# ---- design 1 ----
Fig. 1: design 1, routing congestion map
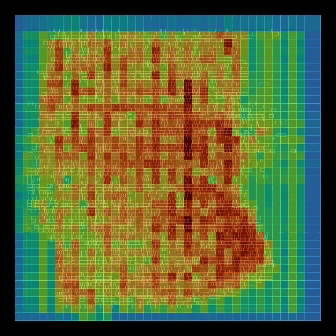

`src/rtl/muldiv_sequencer_if.sv`:
```
// Issue/result bundle between the execute stage and the multi-cycle
// multiply/divide sequencer.
//   master : issues w_start/w_op_code_6/operands/w_kill, observes status and HI/LO
//   slave  : the sequencer side
interface muldiv_sequencer_if #(
    parameter int WIDTH = 32
);
    logic             w_start;
    logic [5:0]       w_op_code_6;
    logic [WIDTH-1:0] w_input1_x;
    logic [WIDTH-1:0] w_input2_x;
    logic             w_kill;
    logic             w_busy;
    logic             w_stall;
    logic             w_done;
    logic             w_div_by_zero;
    logic [WIDTH-1:0] w_hi_x;
    logic [WIDTH-1:0] w_lo_x;

    modport master (
        output w_start, w_op_code_6, w_input1_x, w_input2_x, w_kill,
        input  w_busy, w_stall, w_done, w_div_by_zero, w_hi_x, w_lo_x
    );

    modport slave (
        input  w_start, w_op_code_6, w_input1_x, w_input2_x, w_kill,
        output w_busy, w_stall, w_done, w_div_by_zero, w_hi_x, w_lo_x
    );
endinterface

```
`src/rtl/muldiv_sequencer.sv`:
```
// Multi-cycle MULT/MULTU/DIV/DIVU unit owning the HI/LO pair.
// One iteration per clock: shift-add multiply, restoring divide.
//   clock, reset_n : rising-edge clock, asynchronous active-low reset
//   bus (slave)    : w_start/w_op_code_6/w_input1_x/w_input2_x/w_kill in;
//                    w_busy/w_stall/w_done/w_div_by_zero/w_hi_x/w_lo_x out
module muldiv_sequencer #(
    parameter int WIDTH = 32
) (
    input  logic               clock,
    input  logic               reset_n,
    muldiv_sequencer_if.slave  bus
);
    // SPECIAL function codes (isa_codes.v values)
    localparam logic [5:0] SPECIAL_MFHI  = 6'h10;
    localparam logic [5:0] SPECIAL_MFLO  = 6'h12;
    localparam logic [5:0] SPECIAL_MULT  = 6'h18;
    localparam logic [5:0] SPECIAL_MULTU = 6'h19;
    localparam logic [5:0] SPECIAL_DIV   = 6'h1A;
    localparam logic [5:0] SPECIAL_DIVU  = 6'h1B;

    localparam int CW = (WIDTH > 1) ? $clog2(WIDTH) : 1;

    typedef enum logic [1:0] {IDLE, RUN, FIXUP} state_t;

    state_t             state;
    logic [CW-1:0]      cnt;
    logic               is_div;
    logic               neg_res;   // operand signs differ (signed ops only)
    logic               neg_rem;   // dividend negative (signed ops only)
    logic [WIDTH-1:0]   a_raw;     // dividend as issued, returned on divide-by-zero
    logic [WIDTH-1:0]   b_mag;
    logic [2*WIDTH-1:0] acc;       // mul: {partial, multiplier}; div: {remainder, quotient}
    logic [WIDTH-1:0]   hi, lo;
    logic               done, dbz;

    logic               op_mul_div, op_mf, op_signed, op_div, accept;
    logic               a_neg, b_neg;
    logic [WIDTH-1:0]   a_abs, b_abs;
    logic [WIDTH:0]     mul_sum, div_shift, div_diff;
    logic [2*WIDTH-1:0] acc_next, prod_neg;
    logic [WIDTH-1:0]   quot, rem;

    always_comb begin
        op_mul_div = (bus.w_op_code_6 == SPECIAL_MULT) || (bus.w_op_code_6 == SPECIAL_MULTU) ||
                     (bus.w_op_code_6 == SPECIAL_DIV)  || (bus.w_op_code_6 == SPECIAL_DIVU);
        op_mf      = (bus.w_op_code_6 == SPECIAL_MFHI) || (bus.w_op_code_6 == SPECIAL_MFLO);
        op_signed  = (bus.w_op_code_6 == SPECIAL_MULT) || (bus.w_op_code_6 == SPECIAL_DIV);
        op_div     = (bus.w_op_code_6 == SPECIAL_DIV)  || (bus.w_op_code_6 == SPECIAL_DIVU);
        accept     = (state == IDLE) && bus.w_start && !bus.w_kill && op_mul_div;

        a_neg = op_signed && bus.w_input1_x[WIDTH-1];
        b_neg = op_signed && bus.w_input2_x[WIDTH-1];
        a_abs = a_neg ? -bus.w_input1_x : bus.w_input1_x;
        b_abs = b_neg ? -bus.w_input2_x : bus.w_input2_x;

        // Multiply step: conditionally add into the upper half, then shift right.
        mul_sum = {1'b0, acc[2*WIDTH-1:WIDTH]} + (acc[0] ? {1'b0, b_mag} : '0);
        // Divide step: shift next dividend bit into the remainder, trial subtract.
        div_shift = {acc[2*WIDTH-1:WIDTH], acc[WIDTH-1]};
        div_diff  = div_shift - {1'b0, b_mag};

        if (is_div)
            acc_next = div_diff[WIDTH] ? {div_shift[WIDTH-1:0], acc[WIDTH-2:0], 1'b0}
                                       : {div_diff[WIDTH-1:0],  acc[WIDTH-2:0], 1'b1};
        else
            acc_next = {mul_sum, acc[WIDTH-1:1]};

        prod_neg = -acc;
        quot     = acc[WIDTH-1:0];
        rem      = acc[2*WIDTH-1:WIDTH];
    end

    always_ff @(posedge clock or negedge reset_n) begin
        if (!reset_n) begin
            state   <= IDLE;
            cnt     <= '0;
            is_div  <= 1'b0;
            neg_res <= 1'b0;
            neg_rem <= 1'b0;
            a_raw   <= '0;
            b_mag   <= '0;
            acc     <= '0;
            hi      <= '0;
            lo      <= '0;
            done    <= 1'b0;
            dbz     <= 1'b0;
        end else begin
            done <= 1'b0;
            case (state)
                IDLE: begin
                    if (accept) begin
                        state   <= RUN;
                        cnt     <= CW'(WIDTH - 1);
                        is_div  <= op_div;
                        neg_res <= a_neg ^ b_neg;
                        neg_rem <= a_neg;
                        a_raw   <= bus.w_input1_x;
                        b_mag   <= b_abs;
                        acc     <= {{WIDTH{1'b0}}, a_abs};
                        dbz     <= 1'b0;
                    end
                end
                RUN: begin
                    if (bus.w_kill) begin
                        state <= IDLE;
                    end else begin
                        acc <= acc_next;
                        if (cnt == '0) state <= FIXUP;
                        else           cnt   <= cnt - 1'b1;
                    end
                end
                FIXUP: begin
                    state <= IDLE;
                    if (!bus.w_kill) begin
                        done <= 1'b1;
                        if (!is_div) begin
                            {hi, lo} <= neg_res ? prod_neg : acc;
                        end else if (b_mag == '0) begin
                            // divide-by-zero: dividend back in HI, all ones in LO
                            hi  <= a_raw;
                            lo  <= '1;
                            dbz <= 1'b1;
                        end else begin
                            lo <= neg_res ? -quot : quot;
                            hi <= neg_rem ? -rem  : rem;
                        end
                    end
                end
                default: state <= IDLE;
            endcase
        end
    end

    assign bus.w_busy        = (state != IDLE);
    assign bus.w_stall       = (state != IDLE) && (op_mul_div || op_mf);
    assign bus.w_done        = done;
    assign bus.w_div_by_zero = dbz;
    assign bus.w_hi_x        = hi;
    assign bus.w_lo_x        = lo;
endmodule

```
`src/flat_wrapper.sv`:
```
// flat-port wrapper written by rule: the top's interface ports become plain ports
module muldiv_sequencer_flat 
#(
    parameter int WIDTH = 32
)
  (clock, reset_n, bus_w_start, bus_w_op_code_6, bus_w_input1_x, bus_w_input2_x, bus_w_kill, bus_w_busy, bus_w_stall, bus_w_done, bus_w_div_by_zero, bus_w_hi_x, bus_w_lo_x);
  muldiv_sequencer_if #(.WIDTH(WIDTH)) bus_i ();
  input  logic clock;
  input  logic reset_n;
  input wire logic [$bits(bus_i.w_start)-1:0] bus_w_start;
  input wire logic [$bits(bus_i.w_op_code_6)-1:0] bus_w_op_code_6;
  input wire logic [$bits(bus_i.w_input1_x)-1:0] bus_w_input1_x;
  input wire logic [$bits(bus_i.w_input2_x)-1:0] bus_w_input2_x;
  input wire logic [$bits(bus_i.w_kill)-1:0] bus_w_kill;
  output wire logic [$bits(bus_i.w_busy)-1:0] bus_w_busy;
  output wire logic [$bits(bus_i.w_stall)-1:0] bus_w_stall;
  output wire logic [$bits(bus_i.w_done)-1:0] bus_w_done;
  output wire logic [$bits(bus_i.w_div_by_zero)-1:0] bus_w_div_by_zero;
  output wire logic [$bits(bus_i.w_hi_x)-1:0] bus_w_hi_x;
  output wire logic [$bits(bus_i.w_lo_x)-1:0] bus_w_lo_x;
  assign bus_i.w_start = bus_w_start;
  assign bus_i.w_op_code_6 = bus_w_op_code_6;
  assign bus_i.w_input1_x = bus_w_input1_x;
  assign bus_i.w_input2_x = bus_w_input2_x;
  assign bus_i.w_kill = bus_w_kill;
  assign bus_w_busy = bus_i.w_busy;
  assign bus_w_stall = bus_i.w_stall;
  assign bus_w_done = bus_i.w_done;
  assign bus_w_div_by_zero = bus_i.w_div_by_zero;
  assign bus_w_hi_x = bus_i.w_hi_x;
  assign bus_w_lo_x = bus_i.w_lo_x;
  muldiv_sequencer #(.WIDTH(WIDTH)) u_core (.clock(clock), .reset_n(reset_n), .bus(bus_i));
endmodule
```
`config.mk`:
```
export PLATFORM = sky130hd
export DESIGN_NAME = muldiv_sequencer_flat
export DESIGN_NICKNAME = d
export VERILOG_FILES = /design/src/rtl/muldiv_sequencer_if.sv /design/src/rtl/muldiv_sequencer.sv /design/src/flat_wrapper.sv
export SDC_FILE = /design/constraint.sdc
export NUM_CORES = 1
export LEC_CHECK = 0
export ABC_AREA = 1
export CAP_MARGIN = 10
export CORE_MARGIN = 10
export CORE_UTILIZATION = 32
export CTS_BUF_LIST = sky130_fd_sc_hd__clkbuf_8
export CTS_CLUSTER_SIZE = 24
export DETAILED_ROUTE_END_ITERATION = 6
export SLEW_MARGIN = 20
export SYNTH_ARGS = -nofsm -noshare
export SYNTH_HDL_FRONTEND = slang
export SYNTH_SLANG_ARGS = --single-unit
```
`constraint.sdc`:
```
create_clock -name clock -period 2.23 [get_ports clock]
set_input_delay 0.446 -clock clock [delete_from_list [all_inputs] [get_ports clock]]
set_output_delay 0.446 -clock clock [all_outputs]
set_load 0.01 [all_outputs]
```
# ---- design 2 ----
**config.mk**
```make
export PLATFORM = sky130hd
export DESIGN_NAME = xor4_stream_decoder
export DESIGN_NICKNAME = d
export VERILOG_FILES = /design/src/rtl/xor4_stream_decoder.sv
export SDC_FILE = /design/constraint.sdc
export NUM_CORES = 1
export LEC_CHECK = 0
export CORE_MARGIN = 2
export CORE_UTILIZATION = 46
export CTS_CLUSTER_DIAMETER = 120
export DETAILED_ROUTE_END_ITERATION = 6
export PLACE_DENSITY_LB_ADDON = 0.2
export SLEW_MARGIN = 20
export SYNTH_ARGS = -nofsm -noshare
export SYNTH_HDL_FRONTEND = slang
export SYNTH_SLANG_ARGS = --single-unit
export TNS_END_PERCENT = 100
```
**constraint.sdc**
```tcl
create_clock -name clk -period 3.61 [get_ports clk]
set_clock_uncertainty 0.2 [all_clocks]
set_input_delay 0.361 -clock clk [delete_from_list [all_inputs] [get_ports clk]]
set_output_delay 0.361 -clock clk [all_outputs]
set_load 0.005 [all_outputs]
```
**src/rtl/xor4_stream_decoder.sv**
```systemverilog
// Stream decoder: XORs each ciphertext nibble with a 4-bit LFSR keystream and
// presents the plaintext with XOR-op ALU flags through one registered valid/ready stage.
module xor4_stream_decoder #(
  parameter logic [3:0]  SEED  = 4'b1001,
  parameter int unsigned CNT_W = 8
) (
  input  logic             clk,
  input  logic             rst_n,
  input  logic             load_seed,
  input  logic [3:0]       seed_in,
  input  logic             in_valid,
  output logic             in_ready,
  input  logic [3:0]       in_data,
  output logic             out_valid,
  input  logic             out_ready,
  output logic [3:0]       out_data,
  output logic             out_zero,
  output logic             out_negative,
  output logic             out_carry,
  output logic             out_overflow,
  output logic [CNT_W-1:0] nib_count
);

  typedef enum logic {
    EMPTY = 1'b0,
    FULL  = 1'b1
  } state_t;

  state_t     state;
  state_t     state_next;
  logic [3:0] key;
  logic [3:0] key_step;
  logic [3:0] plain;
  logic       accept;

  // Fibonacci LFSR, x^4 + x^3 + 1: period 15, never reaches zero from a nonzero seed.
  assign key_step = {key[2:0], key[3] ^ key[2]};

  // A seed load blocks intake so the flushed cycle never consumes a nibble.
  assign in_ready  = !load_seed && (state == EMPTY || out_ready);
  assign accept    = in_valid && in_ready;
  assign plain     = in_data ^ key;
  assign out_valid = (state == FULL);

  // XOR is a logical op: carry and overflow are never set.
  assign out_carry    = 1'b0;
  assign out_overflow = 1'b0;

  // NOTE: every signal gets a default before the case so no path leaves it unassigned (no latch).
  always_comb begin
    state_next = state;
    if (load_seed) begin
      state_next = EMPTY;
    end else begin
      unique case (state)
        EMPTY: if (accept) state_next = FULL;
        FULL:  if (out_ready && !accept) state_next = EMPTY;
        default: state_next = EMPTY;
      endcase
    end
  end

  // NOTE: sequential state uses non-blocking assignments so all registers update from pre-edge values.
  always_ff @(posedge clk) begin
    if (!rst_n) begin
      state <= EMPTY;
    end else begin
      state <= state_next;
    end
  end

  always_ff @(posedge clk) begin
    if (!rst_n) begin
      key          <= SEED;
      out_data     <= 4'b0000;
      out_zero     <= 1'b1;
      out_negative <= 1'b0;
      nib_count    <= '0;
    end else if (load_seed) begin
      // A zero seed would lock the LFSR, so fall back to the default seed.
      key          <= (seed_in == 4'b0000) ? SEED : seed_in;
      out_data     <= 4'b0000;
      out_zero     <= 1'b1;
      out_negative <= 1'b0;
      nib_count    <= '0;
    end else if (accept) begin
      key          <= key_step;
      out_data     <= plain;
      out_zero     <= (plain == 4'b0000);
      out_negative <= plain[3];
      nib_count    <= nib_count + CNT_W'(1);
    end
  end

endmodule

```
# ---- design 3 ----
## config.mk

```make
export PLATFORM = sky130hd
export DESIGN_NAME = mem_port_arbiter
export DESIGN_NICKNAME = d
export VERILOG_FILES = /design/src/rtl/mem_port_arbiter.sv
export SDC_FILE = /design/constraint.sdc
export NUM_CORES = 1
export LEC_CHECK = 0
export CORE_ASPECT_RATIO = 2
export CORE_UTILIZATION = 42
export CTS_CLUSTER_DIAMETER = 40
export DETAILED_ROUTE_END_ITERATION = 8
export GPL_ROUTABILITY_DRIVEN = 0
export PLACE_DENSITY = 0.93
export SLEW_MARGIN = 20
export SYNTH_ARGS = -nofsm -noshare
export SYNTH_HDL_FRONTEND = slang
export SYNTH_SLANG_ARGS = --single-unit
export TNS_END_PERCENT = 10
```

## constraint.sdc

```tcl
create_clock -name clk -period 2.7 [get_ports clk]
set_input_delay 0.675 -clock clk [delete_from_list [all_inputs] [get_ports clk]]
set_output_delay 0.675 -clock clk [all_outputs]
set_load 0.01 [all_outputs]
```

## src/rtl/mem_port_arbiter.sv

```systemverilog
// mem_port_arbiter: serialises fetch and load/store requests onto one SRAM-style port.
// Optional macro ARB_ROUND_ROBIN_EN alternates priority when both requesters tie in IDLE.
module mem_port_arbiter #(
   parameter int ADDR_W = 32,
   parameter int DATA_W = 32
) (
   input  logic              clk,
   input  logic              rst,
   input  logic              i_req,
   input  logic [ADDR_W-1:0] i_addr,
   output logic              i_done,
   output logic [DATA_W-1:0] i_rdata,
   input  logic              d_req,
   input  logic              d_wr,
   input  logic [ADDR_W-1:0] d_addr,
   input  logic [3:0]        d_wstrb,
   input  logic [DATA_W-1:0] d_wdata,
   output logic              d_done,
   output logic [DATA_W-1:0] d_rdata,
   input  logic              abort,
   output logic              inst_wait,
   output logic              m_req,
   output logic              m_wr,
   output logic [ADDR_W-1:0] m_addr,
   output logic [3:0]        m_wstrb,
   output logic [DATA_W-1:0] m_wdata,
   input  logic              m_addr_ok,
   input  logic              m_data_ok,
   input  logic [DATA_W-1:0] m_rdata
);

   typedef enum logic [2:0] {IDLE, D_ADDR, D_DATA, I_ADDR, I_DATA} state_t;

   localparam logic [ADDR_W-1:0] WORD_MASK = {{(ADDR_W-2){1'b1}}, 2'b00};

   state_t state;
   state_t state_next;
   logic   d_want;
   logic   i_want;
   logic   grant_d;
   logic   grant_i;
   logic   abort_flag;
   logic   i_ret;

   // A requester whose done pulse is showing this cycle is not asking for a new transfer yet.
   assign d_want    = d_req && !d_done;
   assign i_want    = i_req && !i_done && !abort;
   assign inst_wait = (i_req && !i_done) || (d_req && !d_done);
   assign m_req     = (state == D_ADDR) || (state == I_ADDR);

`ifdef ARB_ROUND_ROBIN_EN
   logic last_grant_d;

   always_ff @(posedge clk) begin
      if (rst)
         last_grant_d <= 1'b1;
      else if (grant_d)
         last_grant_d <= 1'b1;
      else if (grant_i)
         last_grant_d <= 1'b0;
   end

   always_comb begin
      grant_d = 1'b0;
      grant_i = 1'b0;
      if (state == IDLE) begin
         if (d_want && i_want) begin
            grant_i = last_grant_d;
            grant_d = !last_grant_d;
         end else begin
            grant_d = d_want;
            grant_i = i_want;
         end
      end
   end
`else
   assign grant_d = (state == IDLE) && d_want;
   assign grant_i = (state == IDLE) && i_want && !d_want;
`endif

   always_comb begin
      state_next = state;
      case (state)
         IDLE: begin
            if (grant_d)
               state_next = D_ADDR;
            else if (grant_i)
               state_next = I_ADDR;
         end
         D_ADDR: if (m_addr_ok) state_next = D_DATA;
         D_DATA: if (m_data_ok) state_next = IDLE;
         I_ADDR: begin
            if (m_addr_ok)
               state_next = I_DATA;
            else if (abort)
               state_next = IDLE;
         end
         I_DATA: if (m_data_ok) state_next = IDLE;
         default: state_next = IDLE;
      endcase
   end

   always_ff @(posedge clk) begin
      if (rst)
         state <= IDLE;
      else
         state <= state_next;
   end

   // A fetch cancelled after acceptance still drains the port but never reports done.
   assign i_ret = (state == I_DATA) && m_data_ok && !abort_flag && !abort;

   always_ff @(posedge clk) begin
      if (rst) begin
         m_wr       <= 1'b0;
         m_addr     <= '0;
         m_wstrb    <= 4'b0000;
         m_wdata    <= '0;
         i_done     <= 1'b0;
         d_done     <= 1'b0;
         i_rdata    <= '0;
         d_rdata    <= '0;
         abort_flag <= 1'b0;
      end else begin
         i_done <= i_ret;
         d_done <= (state == D_DATA) && m_data_ok;
         if (grant_d) begin
            m_wr    <= d_wr;
            m_addr  <= d_addr & WORD_MASK;
            m_wstrb <= d_wr ? d_wstrb : 4'b0000;
            m_wdata <= d_wdata;
         end else if (grant_i) begin
            m_wr    <= 1'b0;
            m_addr  <= i_addr & WORD_MASK;
            m_wstrb <= 4'b0000;
            m_wdata <= '0;
         end
         if (i_ret)
            i_rdata <= m_rdata;
         if ((state == D_DATA) && m_data_ok)
            d_rdata <= m_rdata;
         if (state_next == IDLE)
            abort_flag <= 1'b0;
         else if (abort && ((state == I_DATA) || ((state == I_ADDR) && m_addr_ok)))
            abort_flag <= 1'b1;
      end
   end

endmodule

```

# ---- design 4 ----
==> src/rtl/sr_pkg.sv <==
// Shared types and {s,r} command encodings for the SR flop write-side driver.
package sr_pkg;

  typedef enum logic [1:0] {
    IDLE  = 2'd0,
    DRIVE = 2'd1,
    WAIT  = 2'd2,
    RESP  = 2'd3
  } sr_drv_state_t;

  localparam logic [1:0] SR_HOLD  = 2'b00;
  localparam logic [1:0] SR_RESET = 2'b01;
  localparam logic [1:0] SR_SET   = 2'b10;

  // Command that moves a flop to target; S and R are never both requested.
  function automatic logic [1:0] sr_toward(input logic target);
    return target ? SR_SET : SR_RESET;
  endfunction

endpackage

==> src/rtl/sr_excite.sv <==
// Per-bit SR excitation: minimal commands for trusted bits, forced commands otherwise.
module sr_excite
  import sr_pkg::*;
(
  input  logic target,
  input  logic shadow,
  input  logic known,
  input  logic mask,
  output logic s,
  output logic r
);

  logic [1:0] code_s;

  // Select the {s,r} command for this bit.
  always_comb begin
    code_s = SR_HOLD;
    if (!mask) begin
      code_s = SR_HOLD;
    end else if (!known) begin
      code_s = sr_toward(target);
    end else if (target != shadow) begin
      code_s = sr_toward(target);
    end else begin
      code_s = SR_HOLD;
    end
  end

  assign s = code_s[1];
  assign r = code_s[0];

endmodule

==> src/rtl/sr_ff_driver.sv <==
// Write-side controller for a bank of SR flops: masked writes, readback check,
// mismatch reporting over a response handshake and a saturating error count.
module sr_ff_driver
  import sr_pkg::*;
#(
  parameter int WIDTH  = 8,
  parameter int SETTLE = 1,
  parameter int ERRW   = 8
) (
  input  logic             clk,
  input  logic             rst_n,
  input  logic             req_valid,
  output logic             req_ready,
  input  logic [WIDTH-1:0] req_data,
  input  logic [WIDTH-1:0] req_mask,
  output logic [WIDTH-1:0] s_out,
  output logic [WIDTH-1:0] r_out,
  input  logic [WIDTH-1:0] q_in,
  output logic             resp_valid,
  input  logic             resp_ready,
  output logic             resp_err,
  output logic [WIDTH-1:0] resp_mismatch,
  output logic [ERRW-1:0]  err_count,
  output logic             busy
);

  localparam logic [3:0] CNT_LOAD = 4'(SETTLE - 1);

  sr_drv_state_t    state_r;
  logic [WIDTH-1:0] data_r;
  logic [WIDTH-1:0] mask_r;
  logic [WIDTH-1:0] shadow_r;
  logic [WIDTH-1:0] known_r;
  logic [3:0]       cnt_r;
  logic [WIDTH-1:0] s_next_s;
  logic [WIDTH-1:0] r_next_s;
  logic [WIDTH-1:0] mismatch_s;

  // Commands are computed from the incoming request so the pulse is registered
  // on the accepting edge and appears during the DRIVE cycle.
  for (genvar i = 0; i < WIDTH; i++) begin : g_excite
    sr_excite u_excite (
      .target (req_data[i]),
      .shadow (shadow_r[i]),
      .known  (known_r[i]),
      .mask   (req_mask[i]),
      .s      (s_next_s[i]),
      .r      (r_next_s[i])
    );
  end

  assign mismatch_s = (q_in ^ shadow_r) & known_r;
  assign req_ready  = (state_r == IDLE);
  assign busy       = (state_r != IDLE);

  // Handshake FSM, drive pulse, settle counter and readback bookkeeping.
  always_ff @(posedge clk or negedge rst_n) begin
    if (!rst_n) begin
      state_r       <= IDLE;
      data_r        <= '0;
      mask_r        <= '0;
      shadow_r      <= '0;
      known_r       <= '0;
      cnt_r         <= 4'd0;
      s_out         <= '0;
      r_out         <= '0;
      resp_valid    <= 1'b0;
      resp_err      <= 1'b0;
      resp_mismatch <= '0;
      err_count     <= '0;
    end else begin
      case (state_r)
        IDLE: begin
          if (req_valid) begin
            data_r  <= req_data;
            mask_r  <= req_mask;
            s_out   <= s_next_s;
            r_out   <= r_next_s;
            state_r <= DRIVE;
          end
        end
        DRIVE: begin
          s_out    <= '0;
          r_out    <= '0;
          shadow_r <= (shadow_r & ~mask_r) | (data_r & mask_r);
          known_r  <= known_r | mask_r;
          cnt_r    <= CNT_LOAD;
          state_r  <= WAIT;
        end
        WAIT: begin
          s_out <= '0;
          r_out <= '0;
          if (cnt_r == 4'd0) begin
            resp_mismatch <= mismatch_s;
            resp_err      <= |mismatch_s;
            known_r       <= known_r & ~mismatch_s;
            if ((|mismatch_s) && (err_count != {ERRW{1'b1}})) begin
              err_count <= err_count + ERRW'(1);
            end
            resp_valid <= 1'b1;
            state_r    <= RESP;
          end else begin
            cnt_r <= cnt_r - 4'd1;
          end
        end
        RESP: begin
          if (resp_ready) begin
            resp_valid <= 1'b0;
            state_r    <= IDLE;
          end
        end
        default: begin
          s_out      <= '0;
          r_out      <= '0;
          resp_valid <= 1'b0;
          state_r    <= IDLE;
        end
      endcase
    end
  end

endmodule

==> config.mk <==
export PLATFORM = sky130hd
export DESIGN_NAME = sr_ff_driver
export DESIGN_NICKNAME = d
export VERILOG_FILES = /design/src/rtl/sr_pkg.sv /design/src/rtl/sr_excite.sv /design/src/rtl/sr_ff_driver.sv
export SDC_FILE = /design/constraint.sdc
export NUM_CORES = 1
export LEC_CHECK = 0
export CORE_ASPECT_RATIO = 1.2
export CORE_UTILIZATION = 41
export CTS_BUF_LIST = sky130_fd_sc_hd__clkbuf_8
export DETAILED_ROUTE_END_ITERATION = 8
export HOLD_SLACK_MARGIN = 0.1
export PLACE_DENSITY_LB_ADDON = 0.2
export SYNTH_ARGS = -nofsm -noshare
export SYNTH_HDL_FRONTEND = slang
export SYNTH_SLANG_ARGS = --single-unit
==> constraint.sdc <==
create_clock -name clk -period 1.9 [get_ports clk]
set_input_delay 0.285 -clock clk [delete_from_list [all_inputs] [get_ports clk]]
set_output_delay 0.285 -clock clk [all_outputs]
set_load 0.03 [all_outputs]
Fig. 2: design 2, routing congestion map
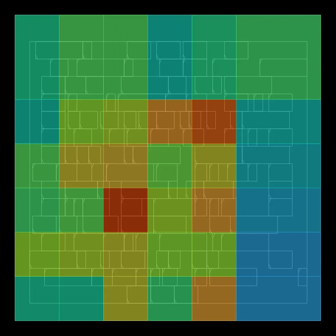
Routed wire per std cell: 11.3 µm
M1 GR Usage: 0.231
grt met3 use: 0.0340
Final Core Density: 0.674

==> ci_impl_report.md, design 2 <==
### Yosys + OpenROAD results

| Metric | Value |
|---|---|
| R2r setup slk | `2.05 ns` |
| CTS Root Cell | `clkbuf_4` |
| Met2 routed WL | `767 µm` |
| Max Clock Freq | `443 MHz` |
| Initial antenna violation count | `0` |
| TritonCTS clock tree | `built` |
| Status | `completed` |
| Most used logic cell in the final layout | `clkdlybuf4s50_1` |
| Log Warnings | `26` |
| Max-area cell share | `0.411` |
| Clock insertion delay at the later pin of the skew report | `0.28 ns` |
| Worst Hold Class | `flop to flop` |
| Clk. pwr | `122 µW` |
| Fin crit period | `2.26 ns` |
| Worst EP arrival | `1.69 ns` |
| Detailed Route Iter0 Violations | `5` |
## design 2: area by class of cell
| cell class | count | area [µm²] |
|---|---|---|
| well taps | 25 | 31.3 |
| repair buffers | 28 | 280 |
| fillers | 160 | 574 |
| multi-input cells | 74 | 482 |
| clock buffers | 4 | 36.3 |
| flip-flops and latches | 18 | 360 |
## design 2: metrics by stage
| step | area, µm² | setup slack [ns] | std cells | util |
|---|---|---|---|---|
| 6_report | 1190 | 1.35 | 149 | 0.674 |
| 5_1_grt | 1190 | 1.27 | 149 | 0.674 |
| 4_1_cts | 1190 | 1.34 | 149 | 0.674 |
| 3_5_place_dp | 1150 | 1.35 | 145 | 0.654 |
| 3_3_place_gp | 1150 | 1.36 | 145 | 0.654 |
| 2_1_floorplan | 881 | 2.13 | 98 | - |
## design 2: logic make-up after synthesis
kind of cell	count (synthesis)	synth area share
simple gates	43	0.291
compound gates	18	0.136
xor+xnor	10	0.0999
buf+inv	6	0.0442
fa+ha+maj	1	0.0143
flops	18	0.411
other cells	1	0.00428
## design 2: worst max-delay path: stages
cell	delay, ns
clkdlybuf4s50_1	0.46
and2b_1	0.25
nor2_1	0.11
clkdlybuf4s50_1	0.51
Fig. 3: design 4, routed clock nets over the placement
(3 px per µm)
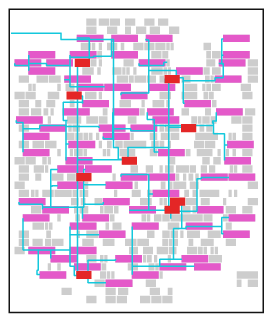
[cyan] clock wires | length: 907 µm
[red] cells driving clock nets | count: 9
[magenta] flip-flops | count: 72
routed clock nets	10
flops lie	widely spread

==> ci_impl_report.md, design 4 <==
### Yosys + OpenROAD results

| Metric | Value |
|---|---|
| Status | `finished, violations left` |
| Violated checks | `design-rule violations` |
| TritonCTS clock tree | `built` |
| Crit path kind | `flop to output port` |
| Complex Gates by Area | `0.108` |
| Place WS | `-0.0726 ns` |
| Average cell area after synthesis | `11.0 µm²` |
| Area of the mapped netlist | `3320 µm²` |
| YS warnings | `0` |
| Core area | `7750 µm²` |
| Required @ worst endpoint | `1.62 ns` |
| Chip area | `8460 µm²` |
| Unique cell types | `37` |
| Hold Vio Cnt, Final | `0` |
| Top cells by count | `dfrtp_1 (72), nand2_1 (65), mux2_2 (25)` |
| Synth flops | `72` |
| Gate Area | `1430 µm²` |
| # DRC | `10` |
| Power Density | `1720 nW/µm²` |
| Storage cell area | `1800 µm²` |
| Placed insts | `471` |
| Family with the most delay on the worst path | `buffers and inverters` |
| RSZ-0062 raised after global routing | `false` |
| Log Warnings | `30` |
| Worst Setup Slack, final | `0.105 ns` |
==> design 4: final cells by class <==
class	instances	area share
sequential	72	0.409
multi-input combinational	208	0.325
timing repair buffer	85	0.182
clock buffer	11	0.0344
tap	92	0.0261
inverter	15	0.0128
clock inverter	5	0.0108
==> design 4: how the worst max path moves through the flow <==
stage | start | to | slack, ns | depth (start not counted)
6_report | err_count[7] | err_count[7] | 0.11 | 1
5_1_grt | state_r[0] | req_ready | 0.02 | 3
4_1_cts | state_r[0] | busy | 0.02 | 4
3_5_place_dp | q_in[1] | err_count[1] | -0.07 | 7
3_3_place_gp | q_in[1] | err_count[1] | -0.03 | 7
2_1_floorplan | state_r[0] | r_out[5] | 0.08 | 6
==> design 4: metrics by stage <==
step           instance area (µm²)   util  setup TNS, ns  power [mW]
2_1_floorplan                 3320      -              0        4.95
3_3_place_gp                  4200  0.541        -0.0666        6.32
3_5_place_dp                  4200  0.541         -0.394        6.42
4_1_cts                       4400  0.568              0        7.64
5_1_grt                       4410  0.568              0        8.09
6_report                      4410  0.568              0        7.57
==> design 4: power breakdown <==
part	internal [mW]	switching, mW	leakage (nW)
clock	0.665	0.553	0.112
combinational	1.64	1.98	1.01
sequential	2.15	0.572	0.884
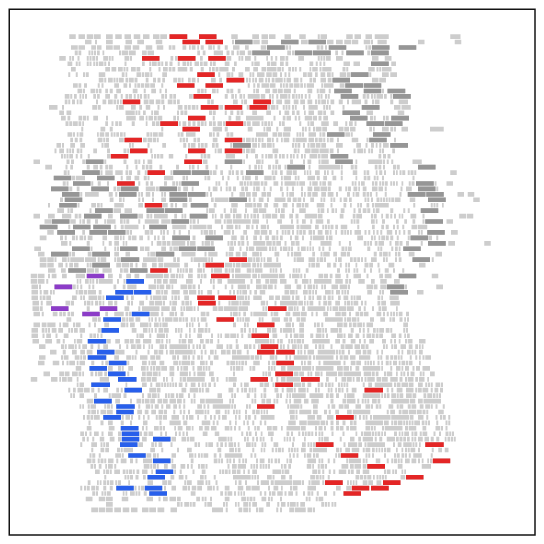
Fig. 4. Where the registers sit (design 1).
(2 px per µm)
colour	name in the netlist	placed flops
purple	`u_core.cnt`	5
blue	`u_core.b_mag`	32
red	`u_core.acc`	64
not coloured	103
Seq/total area: 0.185
Final Core Density: 0.478
Storage cell area: 5120 µm²
Seq. pwr: 5.26 mW

Notes on Fig. 1 above:
gr usage total: 0.238
Routed wire per std cell: 18.8 µm

==> ci_impl_report.md, design 1 <==
### Yosys + OpenROAD results

| Metric | Value |
|---|---|
| Status | `finished, violations left` |
| Violated checks | `negative setup slack` |
| FA/HA/MAJ Cells, Area Fraction | `0.0488` |
| Area of the mapped netlist | `18800 µm²` |
| Slew Limit Fails | `0` |
| Maxcap violations | `0` |
| Number of global-route vias before repair | `21317` |
| Required @ worst endpoint | `2.72 ns` |
| Family with the most delay on the worst path | `simple AND/OR/NAND/NOR gates` |
| Inverters | `453` |
| Worst Setup Slack, final | `-0.193 ns` |
| Hold Slack | `0.306 ns` |
| Most used logic cell in the final layout | `nand2_1` |
| Placed insts | `4439` |
| Place WS | `-0.379 ns` |
| Non-filler cells, final | `4557` |
| Final Cell Area | `27700 µm²` |
| Max-area cell share | `0.272` |
| Grt met3 use | `0.0553` |
| Routed wl met3 | `8.65 mm` |
| Placer Congestion | `1.00` |
| Fill cell count | `6026` |
| Complex Gates by Area | `0.141` |
| Endpoints failing setup | `33` |
[design 1: how the worst max path moves through the flow]
stage | from | end | slack, ns | cells past startpoint
5_1_grt | u_core.acc[31] | u_core.acc[49] | -0.32 | 19
2_1_floorplan | u_core.acc[0] | u_core.acc[39] | 0.001 | 17
3_3_place_gp | bus_w_input1_x[0] | u_core.acc[26] | -0.33 | 12
6_report | u_core.acc[47] | u_core.acc[49] | -0.19 | 15
4_1_cts | u_core.acc[31] | u_core.acc[54] | -0.15 | 18
3_5_place_dp | bus_w_input1_x[0] | u_core.acc[26] | -0.38 | 12
[design 1: flip-flops by register name (all words and copies together) (netlist names)]
register and count:
u_core.a_raw 32, u_core.b_mag 32, u_core.neg_rem 1, u_core.is_div 1, u_core.cnt 5, u_core.bus.w_lo_x 32
u_core.neg_res 1, u_core.bus.w_div_by_zero 1, u_core.state 2, u_core.bus.w_done 1, u_core.acc 64, u_core.bus.w_hi_x 32
[design 1: where the power goes]
part / switching (mW) / total [mW] / internal [mW]
combinational: 10.2 / 17.5 / 7.29
clock: 1.78 / 3.73 / 1.95
sequential: 0.829 / 5.26 / 4.43
Fig. 5: design 3, gate families picked out
(2 px per µm)
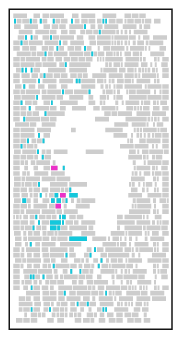
colour	family	cells
cyan	NOR gates	82
magenta	AND-OR and OR-AND gates	3
non-filler cells, final: 1028
most used logic cell in the final layout: clkdlybuf4s50_1
Comb/total area: 0.255

==> ci_impl_report.md, design 3 <==
### Yosys + OpenROAD results

| Metric | Value |
|---|---|
| Well Taps | `147` |
| Required @ worst endpoint | `2.03 ns` |
| Seq. pwr | `2.23 mW` |
| Yosys cell count | `618` |
| Top Metal Used | `met4` |
| VDD IR max | `0.000490 V` |
| Inverters | `1` |
| Endpoints failing setup | `0` |
| Max Clock Freq | `385 MHz` |
| Post-synthesis cell count | `618` |
| Area of the mapped netlist | `5190 µm²` |
| Gate power share | `0.174` |
| Most common logic cells in the final layout | `clkdlybuf4s50_1 (269), dfxtp_1 (137), nand2_1 (129)` |
| Setup tns final | `0 ns` |
| # clk buffers | `19` |
| CP max stage cell | `clkdlybuf4s50_1` |
| Worst path bufs/invs | `1` |
| Non-clk bufs | `287` |
| Detailed Route Iter0 Violations | `251` |
| Combinational cell power | `1.01 mW` |
| Status | `completed` |
| Horiz. Die Dim | `80.6 µm` |
| Storage cell area | `2740 µm²` |
| GRT overflow | `0` |
| Grt met3 use | `0.0613` |
| Final Core Density | `0.716` |
| Slew headroom | `0.595` |
| Setup crit end | `m_req` |
| Max-area cell share | `0.528` |
| Top power group | `the clock network` |
| CP Launch Type | `flop` |
| Via density | `5.20` |
| Log Warnings | `30` |
| # nets final | `1008` |
| Switching share of power | `0.245` |
| Fp util | `0.428` |
| Hold depth | `2` |
| First-pass GRT wire length | `26.4 mm` |
| CP Capture Type | `output port` |
| Overall power | `5.79 mW` |
## design 3: logic make-up (layout without fill, tap and decap cells)
| kind of cell | after synthesis | in the layout | synth area share |
|---|---|---|---|
| mux | 1 | 1 | 0.00193 |
| flops | 137 | 137 | 0.528 |
| compound gates | 171 | 171 | 0.209 |
| other cells | 1 | 2 | 0.000722 |
| simple gates | 250 | 250 | 0.209 |
| buf+inv | 58 | 320 | 0.0506 |
## design 3: sequential cells by signal, indices dropped and copies added (netlist names)
name        cells
m_wdata        32
d_rdata        32
m_wr            1
abort_flag      1
state           3
m_addr         30
m_wstrb         4
i_rdata        32
i_done          1
d_done          1
## design 3: synth_stat cells (2+ instances only)
cell,n
a22oi_2,4
a21oi_1,67
buf_4,2
nand2b_1,2
nor3_2,2
nor2b_1,4
o21ai_0,31
dfxtp_1,137
or3_1,30
nand2_1,129
nor2_1,72
buf_6,2
clkbuf_1,34
a32oi_1,4
a211oi_1,30
nand3_1,2
a22oi_1,29
buf_2,18
## design 3: metrics by stage
stage / cell area [µm²] / setup WS, ns
floorplan: 5200 / 0.788
global placement: 8020 / 0.155
detailed placement: 8020 / 0.126
CTS: 8680 / 0.0929
global route: 8680 / 0.0299
finish: 8680 / 0.102

## Gallery

Signal wires on met1.
Plate I
(1 px per µm)
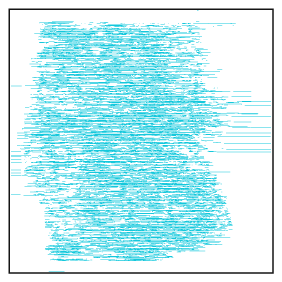
Plate II
(6 px per µm)
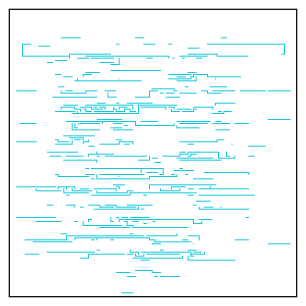
Plate III
(2 px per µm)
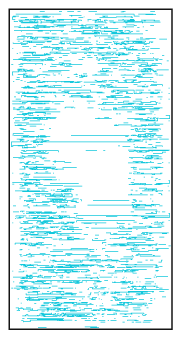
Plate IV
(3 px per µm)
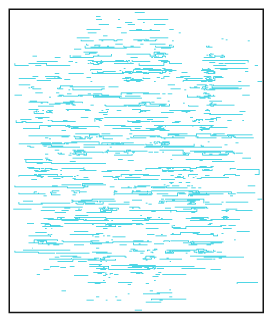
design 1: Plate I
design 2: Plate II
design 4: Plate IV
design 3: Plate III
The one with the largest die is Plate I.
The one with the smallest die is Plate II.

Key to Plate III:
share of all routed wire	36%
wire length on this layer	6200 µm
main direction	horizontal


# ---- design 5 ----
[config.mk]
export PLATFORM = sky130hd
export DESIGN_NAME = tcs34725_i2c_responder
export DESIGN_NICKNAME = d
export VERILOG_FILES = /design/src/rtl/tcs34725_pkg.sv /design/src/rtl/i2c_bus_monitor.sv /design/src/rtl/tcs34725_i2c_responder.sv
export SDC_FILE = /design/constraint.sdc
export NUM_CORES = 1
export LEC_CHECK = 0
export CAP_MARGIN = 20
export CORE_MARGIN = 2
export CORE_UTILIZATION = 54
export DETAILED_ROUTE_END_ITERATION = 8
export GPL_ROUTABILITY_DRIVEN = 0
export PLACE_DENSITY_LB_ADDON = 0.12
export SYNTH_ARGS = -nofsm -noshare
export SYNTH_HDL_FRONTEND = slang
export SYNTH_HIERARCHICAL = 1
export SYNTH_SLANG_ARGS = --single-unit
[constraint.sdc]
create_clock -name clk -period 2.8 [get_ports clk]
set_input_delay 0.28 -clock clk [delete_from_list [all_inputs] [get_ports clk]]
set_output_delay 0.28 -clock clk [all_outputs]
set_load 0.05 [all_outputs]
[src/rtl/tcs34725_pkg.sv]
// Shared definitions for the TCS34725 bus-level emulation: register map, command
// byte encodings, default identity and the responder state type.
package tcs34725_pkg;

    localparam logic [6:0] DefaultDeviceAddr = 7'h29;
    localparam logic [7:0] DefaultIdValue    = 8'h44;

    localparam logic [4:0] RegEnable = 5'h00;
    localparam logic [4:0] RegAtime  = 5'h01;
    localparam logic [4:0] RegId     = 5'h12;
    localparam logic [4:0] RegStatus = 5'h13;
    localparam logic [4:0] RegCdatal = 5'h14;
    localparam logic [4:0] RegCdatah = 5'h15;
    localparam logic [4:0] RegRdatal = 5'h16;
    localparam logic [4:0] RegRdatah = 5'h17;
    localparam logic [4:0] RegGdatal = 5'h18;
    localparam logic [4:0] RegGdatah = 5'h19;
    localparam logic [4:0] RegBdatal = 5'h1A;
    localparam logic [4:0] RegBdatah = 5'h1B;

    localparam int unsigned CmdBit = 7;
    localparam logic [1:0] CmdTypeFixed   = 2'b00;
    localparam logic [1:0] CmdTypeAuto    = 2'b01;
    localparam logic [1:0] CmdTypeSpecial = 2'b11;

    typedef enum logic [3:0] {
        StIdle,
        StAddr,
        StAddrAck,
        StCmd,
        StCmdAck,
        StWdata,
        StWdataAck,
        StRdata,
        StRdataAck
    } resp_state_e;

    // Byte offset of a colour-data address from CDATAL; bit 0 selects the high byte.
    function automatic logic [2:0] data_index(input logic [4:0] addr);
        logic [4:0] off;
        off = addr - RegCdatal;
        return off[2:0];
    endfunction

    function automatic logic is_low_byte(input logic [4:0] addr);
        return (addr == RegCdatal) || (addr == RegRdatal) ||
               (addr == RegGdatal) || (addr == RegBdatal);
    endfunction

endpackage

[src/rtl/i2c_bus_monitor.sv]
// Synchronizes raw SCL/SDA pad levels and derives single-cycle SCL edge and
// START/STOP strobes from the synchronized signals.
module i2c_bus_monitor #(
    parameter int unsigned SyncStages = 2
) (
    input  logic clk,
    input  logic rst,
    input  logic scl_in,
    input  logic sda_in,
    output logic sda_level,
    output logic scl_rise,
    output logic scl_fall,
    output logic start,
    output logic stop
);

    logic [SyncStages-1:0] scl_sync_q, scl_sync_d;
    logic [SyncStages-1:0] sda_sync_q, sda_sync_d;
    logic                  scl_prev_q, scl_prev_d;
    logic                  sda_prev_q, sda_prev_d;
    logic                  scl_level;

    assign scl_level = scl_sync_q[SyncStages-1];
    assign sda_level = sda_sync_q[SyncStages-1];

    always_comb begin
        scl_sync_d = {scl_sync_q[SyncStages-2:0], scl_in};
        sda_sync_d = {sda_sync_q[SyncStages-2:0], sda_in};
        scl_prev_d = scl_level;
        sda_prev_d = sda_level;
    end

    // Idle bus is high on both lines, so reset to 1 to avoid a false edge.
    always_ff @(posedge clk or negedge rst) begin
        if (!rst) begin
            scl_sync_q <= '1;
            sda_sync_q <= '1;
            scl_prev_q <= 1'b1;
            sda_prev_q <= 1'b1;
        end else begin
            scl_sync_q <= scl_sync_d;
            sda_sync_q <= sda_sync_d;
            scl_prev_q <= scl_prev_d;
            sda_prev_q <= sda_prev_d;
        end
    end

    assign scl_rise = scl_level & ~scl_prev_q;
    assign scl_fall = ~scl_level & scl_prev_q;
    assign start    = scl_level & scl_prev_q & sda_prev_q & ~sda_level;
    assign stop     = scl_level & scl_prev_q & ~sda_prev_q & sda_level;

endmodule

[src/rtl/tcs34725_i2c_responder.sv]
// I2C target emulating a TCS34725 colour sensor register file at the bus level.
// Define TCS_RESPONDER_SHADOW_EN to make 16-bit low/high channel reads coherent.
module tcs34725_i2c_responder
    import tcs34725_pkg::*;
#(
    parameter logic [6:0]  DEVICE_ADDR = DefaultDeviceAddr,
    parameter logic [7:0]  ID_VALUE    = DefaultIdValue,
    parameter int unsigned SYNC_STAGES = 2
) (
    input  logic        clk,
    input  logic        rst,
    input  logic        scl_in,
    input  logic        sda_in,
    output logic        sda_oe,
    input  logic        sample_valid,
    input  logic [15:0] clear_in,
    input  logic [15:0] red_in,
    input  logic [15:0] green_in,
    input  logic [15:0] blue_in,
    output logic [7:0]  enable_reg,
    output logic [7:0]  atime_reg,
    output logic        busy,
    output logic        cmd_error
);

    logic sda_level, scl_rise, scl_fall, bus_start, bus_stop;

    i2c_bus_monitor #(
        .SyncStages(SYNC_STAGES)
    ) u_bus_monitor (
        .clk      (clk),
        .rst      (rst),
        .scl_in   (scl_in),
        .sda_in   (sda_in),
        .sda_level(sda_level),
        .scl_rise (scl_rise),
        .scl_fall (scl_fall),
        .start    (bus_start),
        .stop     (bus_stop)
    );

    resp_state_e       state_q, state_d;
    logic [3:0]        cnt_q, cnt_d;
    logic [7:0]        shift_q, shift_d;
    logic [4:0]        ptr_q, ptr_d;
    logic              auto_inc_q, auto_inc_d;
    logic [7:0]        enable_q, enable_d;
    logic [7:0]        atime_q, atime_d;
    logic              avalid_q, avalid_d;
    logic [3:0][15:0]  chan_q, chan_d;
    logic              sda_oe_q, sda_oe_d;
    logic              busy_q, busy_d;
    logic              cmd_error_q, cmd_error_d;
    logic              mack_q, mack_d;
`ifdef TCS_RESPONDER_SHADOW_EN
    logic [7:0]        shadow_q, shadow_d;
    logic [4:0]        shadow_ptr_q, shadow_ptr_d;
    logic              shadow_vld_q, shadow_vld_d;
`endif

    logic [7:0] rx_byte, rd_byte, chan_lo, chan_hi;
    logic [2:0] rd_idx;
    logic       bit_in, byte_done, wr_en, load_rd;

    assign rx_byte   = {shift_q[6:0], sda_level};
    assign bit_in    = scl_rise && (cnt_q < 4'd8);
    assign byte_done = scl_fall && (cnt_q == 4'd8);

    // Byte presented to the master for the current pointer.
    always_comb begin
        rd_idx  = data_index(ptr_q);
        chan_lo = chan_q[rd_idx[2:1]][7:0];
        chan_hi = chan_q[rd_idx[2:1]][15:8];
        rd_byte = 8'h00;
        if (ptr_q == RegEnable) begin
            rd_byte = enable_q;
        end else if (ptr_q == RegAtime) begin
            rd_byte = atime_q;
        end else if (ptr_q == RegId) begin
            rd_byte = ID_VALUE;
        end else if (ptr_q == RegStatus) begin
            rd_byte = {7'b0, avalid_q};
        end else if (ptr_q >= RegCdatal && ptr_q <= RegBdatah) begin
            if (!rd_idx[0]) begin
                rd_byte = chan_lo;
            end else begin
`ifdef TCS_RESPONDER_SHADOW_EN
                rd_byte = (shadow_vld_q && ptr_q == shadow_ptr_q) ? shadow_q : chan_hi;
`else
                rd_byte = chan_hi;
`endif
            end
        end
    end

    always_comb begin
        state_d     = state_q;
        cnt_d       = cnt_q;
        shift_d     = shift_q;
        ptr_d       = ptr_q;
        auto_inc_d  = auto_inc_q;
        enable_d    = enable_q;
        atime_d     = atime_q;
        avalid_d    = avalid_q;
        chan_d      = chan_q;
        sda_oe_d    = sda_oe_q;
        busy_d      = busy_q;
        cmd_error_d = 1'b0;
        mack_d      = mack_q;
`ifdef TCS_RESPONDER_SHADOW_EN
        shadow_d     = shadow_q;
        shadow_ptr_d = shadow_ptr_q;
        shadow_vld_d = shadow_vld_q;
`endif
        wr_en   = 1'b0;
        load_rd = 1'b0;

        if (sample_valid && enable_q[1:0] == 2'b11) begin
            chan_d[0] = clear_in;
            chan_d[1] = red_in;
            chan_d[2] = green_in;
            chan_d[3] = blue_in;
            avalid_d  = 1'b1;
        end

        if (bus_stop) begin
            state_d  = StIdle;
            busy_d   = 1'b0;
            sda_oe_d = 1'b0;
        end else if (bus_start) begin
            state_d  = StAddr;
            cnt_d    = 4'd0;
            busy_d   = 1'b1;
            sda_oe_d = 1'b0;
        end else begin
            unique case (state_q)
                StAddr: begin
                    if (bit_in) begin
                        shift_d = rx_byte;
                        cnt_d   = cnt_q + 4'd1;
                    end else if (byte_done) begin
                        if (shift_q[7:1] == DEVICE_ADDR) begin
                            sda_oe_d = 1'b1;
                            state_d  = StAddrAck;
                        end else begin
                            state_d = StIdle;
                        end
                    end
                end
                StAddrAck: begin
                    if (scl_fall) begin
                        sda_oe_d = 1'b0;
                        cnt_d    = 4'd0;
                        if (shift_q[0]) begin
                            load_rd = 1'b1;
                            state_d = StRdata;
                        end else begin
                            state_d = StCmd;
                        end
                    end
                end
                StCmd: begin
                    if (bit_in) begin
                        shift_d = rx_byte;
                        cnt_d   = cnt_q + 4'd1;
                    end else if (byte_done) begin
                        if (!shift_q[CmdBit]) begin
                            cmd_error_d = 1'b1;
                            state_d     = StIdle;
                        end else begin
                            sda_oe_d = 1'b1;
                            state_d  = StCmdAck;
                            // Special-function types leave the pointer mode untouched.
                            if (shift_q[6:5] == CmdTypeFixed || shift_q[6:5] == CmdTypeAuto) begin
                                ptr_d      = shift_q[4:0];
                                auto_inc_d = (shift_q[6:5] == CmdTypeAuto);
                            end
                        end
                    end
                end
                StCmdAck, StWdataAck: begin
                    if (scl_fall) begin
                        sda_oe_d = 1'b0;
                        cnt_d    = 4'd0;
                        state_d  = StWdata;
                    end
                end
                StWdata: begin
                    if (bit_in) begin
                        shift_d = rx_byte;
                        cnt_d   = cnt_q + 4'd1;
                        wr_en   = (cnt_q == 4'd7);
                    end else if (byte_done) begin
                        sda_oe_d = 1'b1;
                        state_d  = StWdataAck;
                    end
                end
                StRdata: begin
                    if (bit_in) begin
                        cnt_d = cnt_q + 4'd1;
                    end else if (byte_done) begin
                        sda_oe_d = 1'b0;
                        state_d  = StRdataAck;
                    end else if (scl_fall && cnt_q != 4'd0) begin
                        shift_d  = {shift_q[6:0], 1'b0};
                        sda_oe_d = ~shift_q[6];
                    end
                end
                StRdataAck: begin
                    if (scl_rise) begin
                        mack_d = ~sda_level;
                    end else if (scl_fall) begin
                        if (mack_q) begin
                            load_rd = 1'b1;
                            state_d = StRdata;
                        end else begin
                            sda_oe_d = 1'b0;
                            state_d  = StIdle;
                        end
                    end
                end
                default: ;
            endcase
        end

        if (wr_en) begin
            if (ptr_q == RegEnable) begin
                enable_d = rx_byte;
                if (!rx_byte[1]) avalid_d = 1'b0;
            end else if (ptr_q == RegAtime) begin
                atime_d = rx_byte;
            end
            if (auto_inc_q) ptr_d = ptr_q + 5'd1;
        end

        if (load_rd) begin
            shift_d  = rd_byte;
            sda_oe_d = ~rd_byte[7];
            cnt_d    = 4'd0;
            if (auto_inc_q) ptr_d = ptr_q + 5'd1;
`ifdef TCS_RESPONDER_SHADOW_EN
            if (is_low_byte(ptr_q)) begin
                shadow_d     = chan_hi;
                shadow_ptr_d = ptr_q + 5'd1;
                shadow_vld_d = 1'b1;
            end else if (ptr_q == shadow_ptr_q) begin
                shadow_vld_d = 1'b0;
            end
`endif
        end
    end

    always_ff @(posedge clk or negedge rst) begin
        if (!rst) begin
            state_q     <= StIdle;
            cnt_q       <= 4'd0;
            shift_q     <= 8'h00;
            ptr_q       <= 5'd0;
            auto_inc_q  <= 1'b0;
            enable_q    <= 8'h00;
            atime_q     <= 8'hFF;
            avalid_q    <= 1'b0;
            chan_q      <= '0;
            sda_oe_q    <= 1'b0;
            busy_q      <= 1'b0;
            cmd_error_q <= 1'b0;
            mack_q      <= 1'b0;
`ifdef TCS_RESPONDER_SHADOW_EN
            shadow_q     <= 8'h00;
            shadow_ptr_q <= 5'd0;
            shadow_vld_q <= 1'b0;
`endif
        end else begin
            state_q     <= state_d;
            cnt_q       <= cnt_d;
            shift_q     <= shift_d;
            ptr_q       <= ptr_d;
            auto_inc_q  <= auto_inc_d;
            enable_q    <= enable_d;
            atime_q     <= atime_d;
            avalid_q    <= avalid_d;
            chan_q      <= chan_d;
            sda_oe_q    <= sda_oe_d;
            busy_q      <= busy_d;
            cmd_error_q <= cmd_error_d;
            mack_q      <= mack_d;
`ifdef TCS_RESPONDER_SHADOW_EN
            shadow_q     <= shadow_d;
            shadow_ptr_q <= shadow_ptr_d;
            shadow_vld_q <= shadow_vld_d;
`endif
        end
    end

    assign sda_oe     = sda_oe_q;
    assign busy       = busy_q;
    assign cmd_error  = cmd_error_q;
    assign enable_reg = enable_q;
    assign atime_reg  = atime_q;

endmodule
Fig. 6: design 5, signal wires on met1
(2 px per µm)
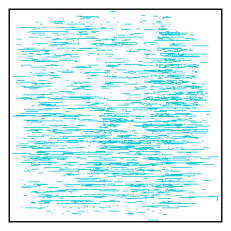
nets with wire on the layer	561
share of all routed wire	44%
wire length on this layer	5440 µm
longest straight run	40.0 µm
main direction	horizontal
via count: 4059
Routed WL: 12.5 mm
M1 GR Usage: 0.324

Fig. 7: design 5, close-up of the layout
Window x 67 to 92, y 67 to 92 µm. Cells in grey, sequential cells in the stronger grey; small squares are vias.
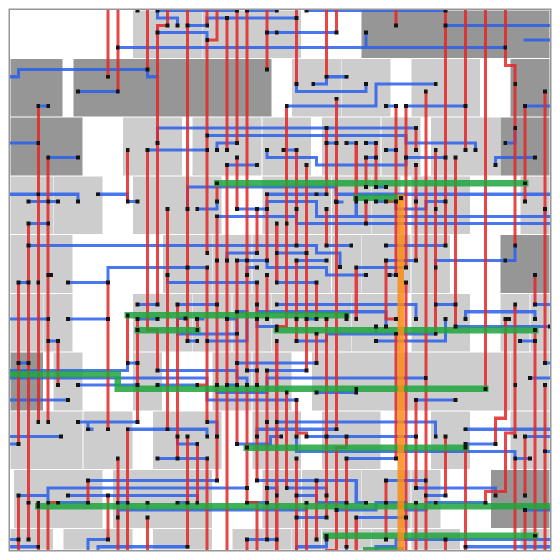
colour	layer
red	met2
green	met3
blue	met1
orange	met4
cells with their middle in the window	54
most frequent	nor2_1 (4)
netlist names of flops here include	`cnt_q` (2)
sequential cells in the window	2

==> ci_impl_report.md <==
### Yosys + OpenROAD results

| Metric | Value |
|---|---|
| Status | `completed` |
| CTS Root Cell | `clkbuf_8` |
| DIE HEIGHT | `106 µm` |
| R2R depth | `7` |
| Top cells by count | `dfrtp_1 (99), mux2_2 (83), nand2_1 (30)` |
| Inserted Clock Buffers | `17` |
| Gate power share | `0.149` |
| Slowest Stage Delay on Critical Path | `0.65 ns` |
| Clk. pwr | `1.94 mW` |
| Max-area cell share | `0.445` |
| Area of the mapped netlist | `5570 µm²` |
| DP HPWL | `8.74 mm` |
| Crit path kind | `flop to flop` |
| CP Capture Type | `flop` |
| TritonCTS clock tree | `built` |
## layer usage
layer  part of all wire  GRT usage  vias up
li1                   -          -     1888
met4             0.0099     0.0874        0
met1               0.44      0.324     2014
met5                  0          0        -
met3              0.072     0.0785       14
met2               0.48      0.374      143
## area by class of cell
class / instances / area, µm² / share of cell area
clock buffers: 27 / 482 / 0.0666
clock inverters: 5 / 52.6 / 0.00726
flip-flops and latches: 113 / 2850 / 0.393
repair buffers: 107 / 1060 / 0.146
multi-input cells: 301 / 2590 / 0.358
inverters: 11 / 41.3 / 0.00570
well taps: 136 / 170 / 0.0235
## through the flow
stage / worst slack [ns] / std cells / instance area [µm²] / util
floorplan: 0.468 / 446 / 5570 / -
global placement: 0.382 / 667 / 6690 / 0.657
detailed placement: 0.338 / 667 / 6690 / 0.657
CTS: 0.312 / 700 / 7240 / 0.711
global route: 0.128 / 700 / 7240 / 0.711
finish: 0.282 / 700 / 7240 / 0.711


==> screenshots <==
Gate families picked out.
(a)
(6 px per µm)
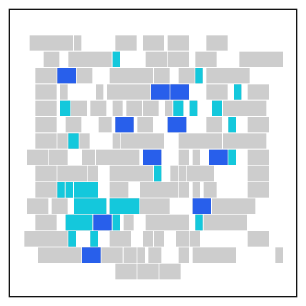
(b)
(3 px per µm)
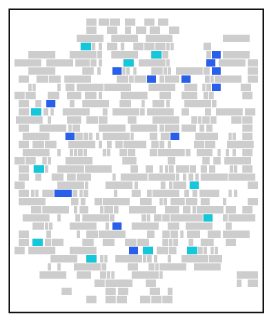
(c)
(2 px per µm)
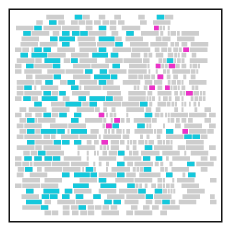
For design 4, see (b).
For design 5, see (c).
For design 2, see (a).
- smallest die: (a)
- most cells: (c)

No activity file was given, so power comes from the tool's default toggle rates.
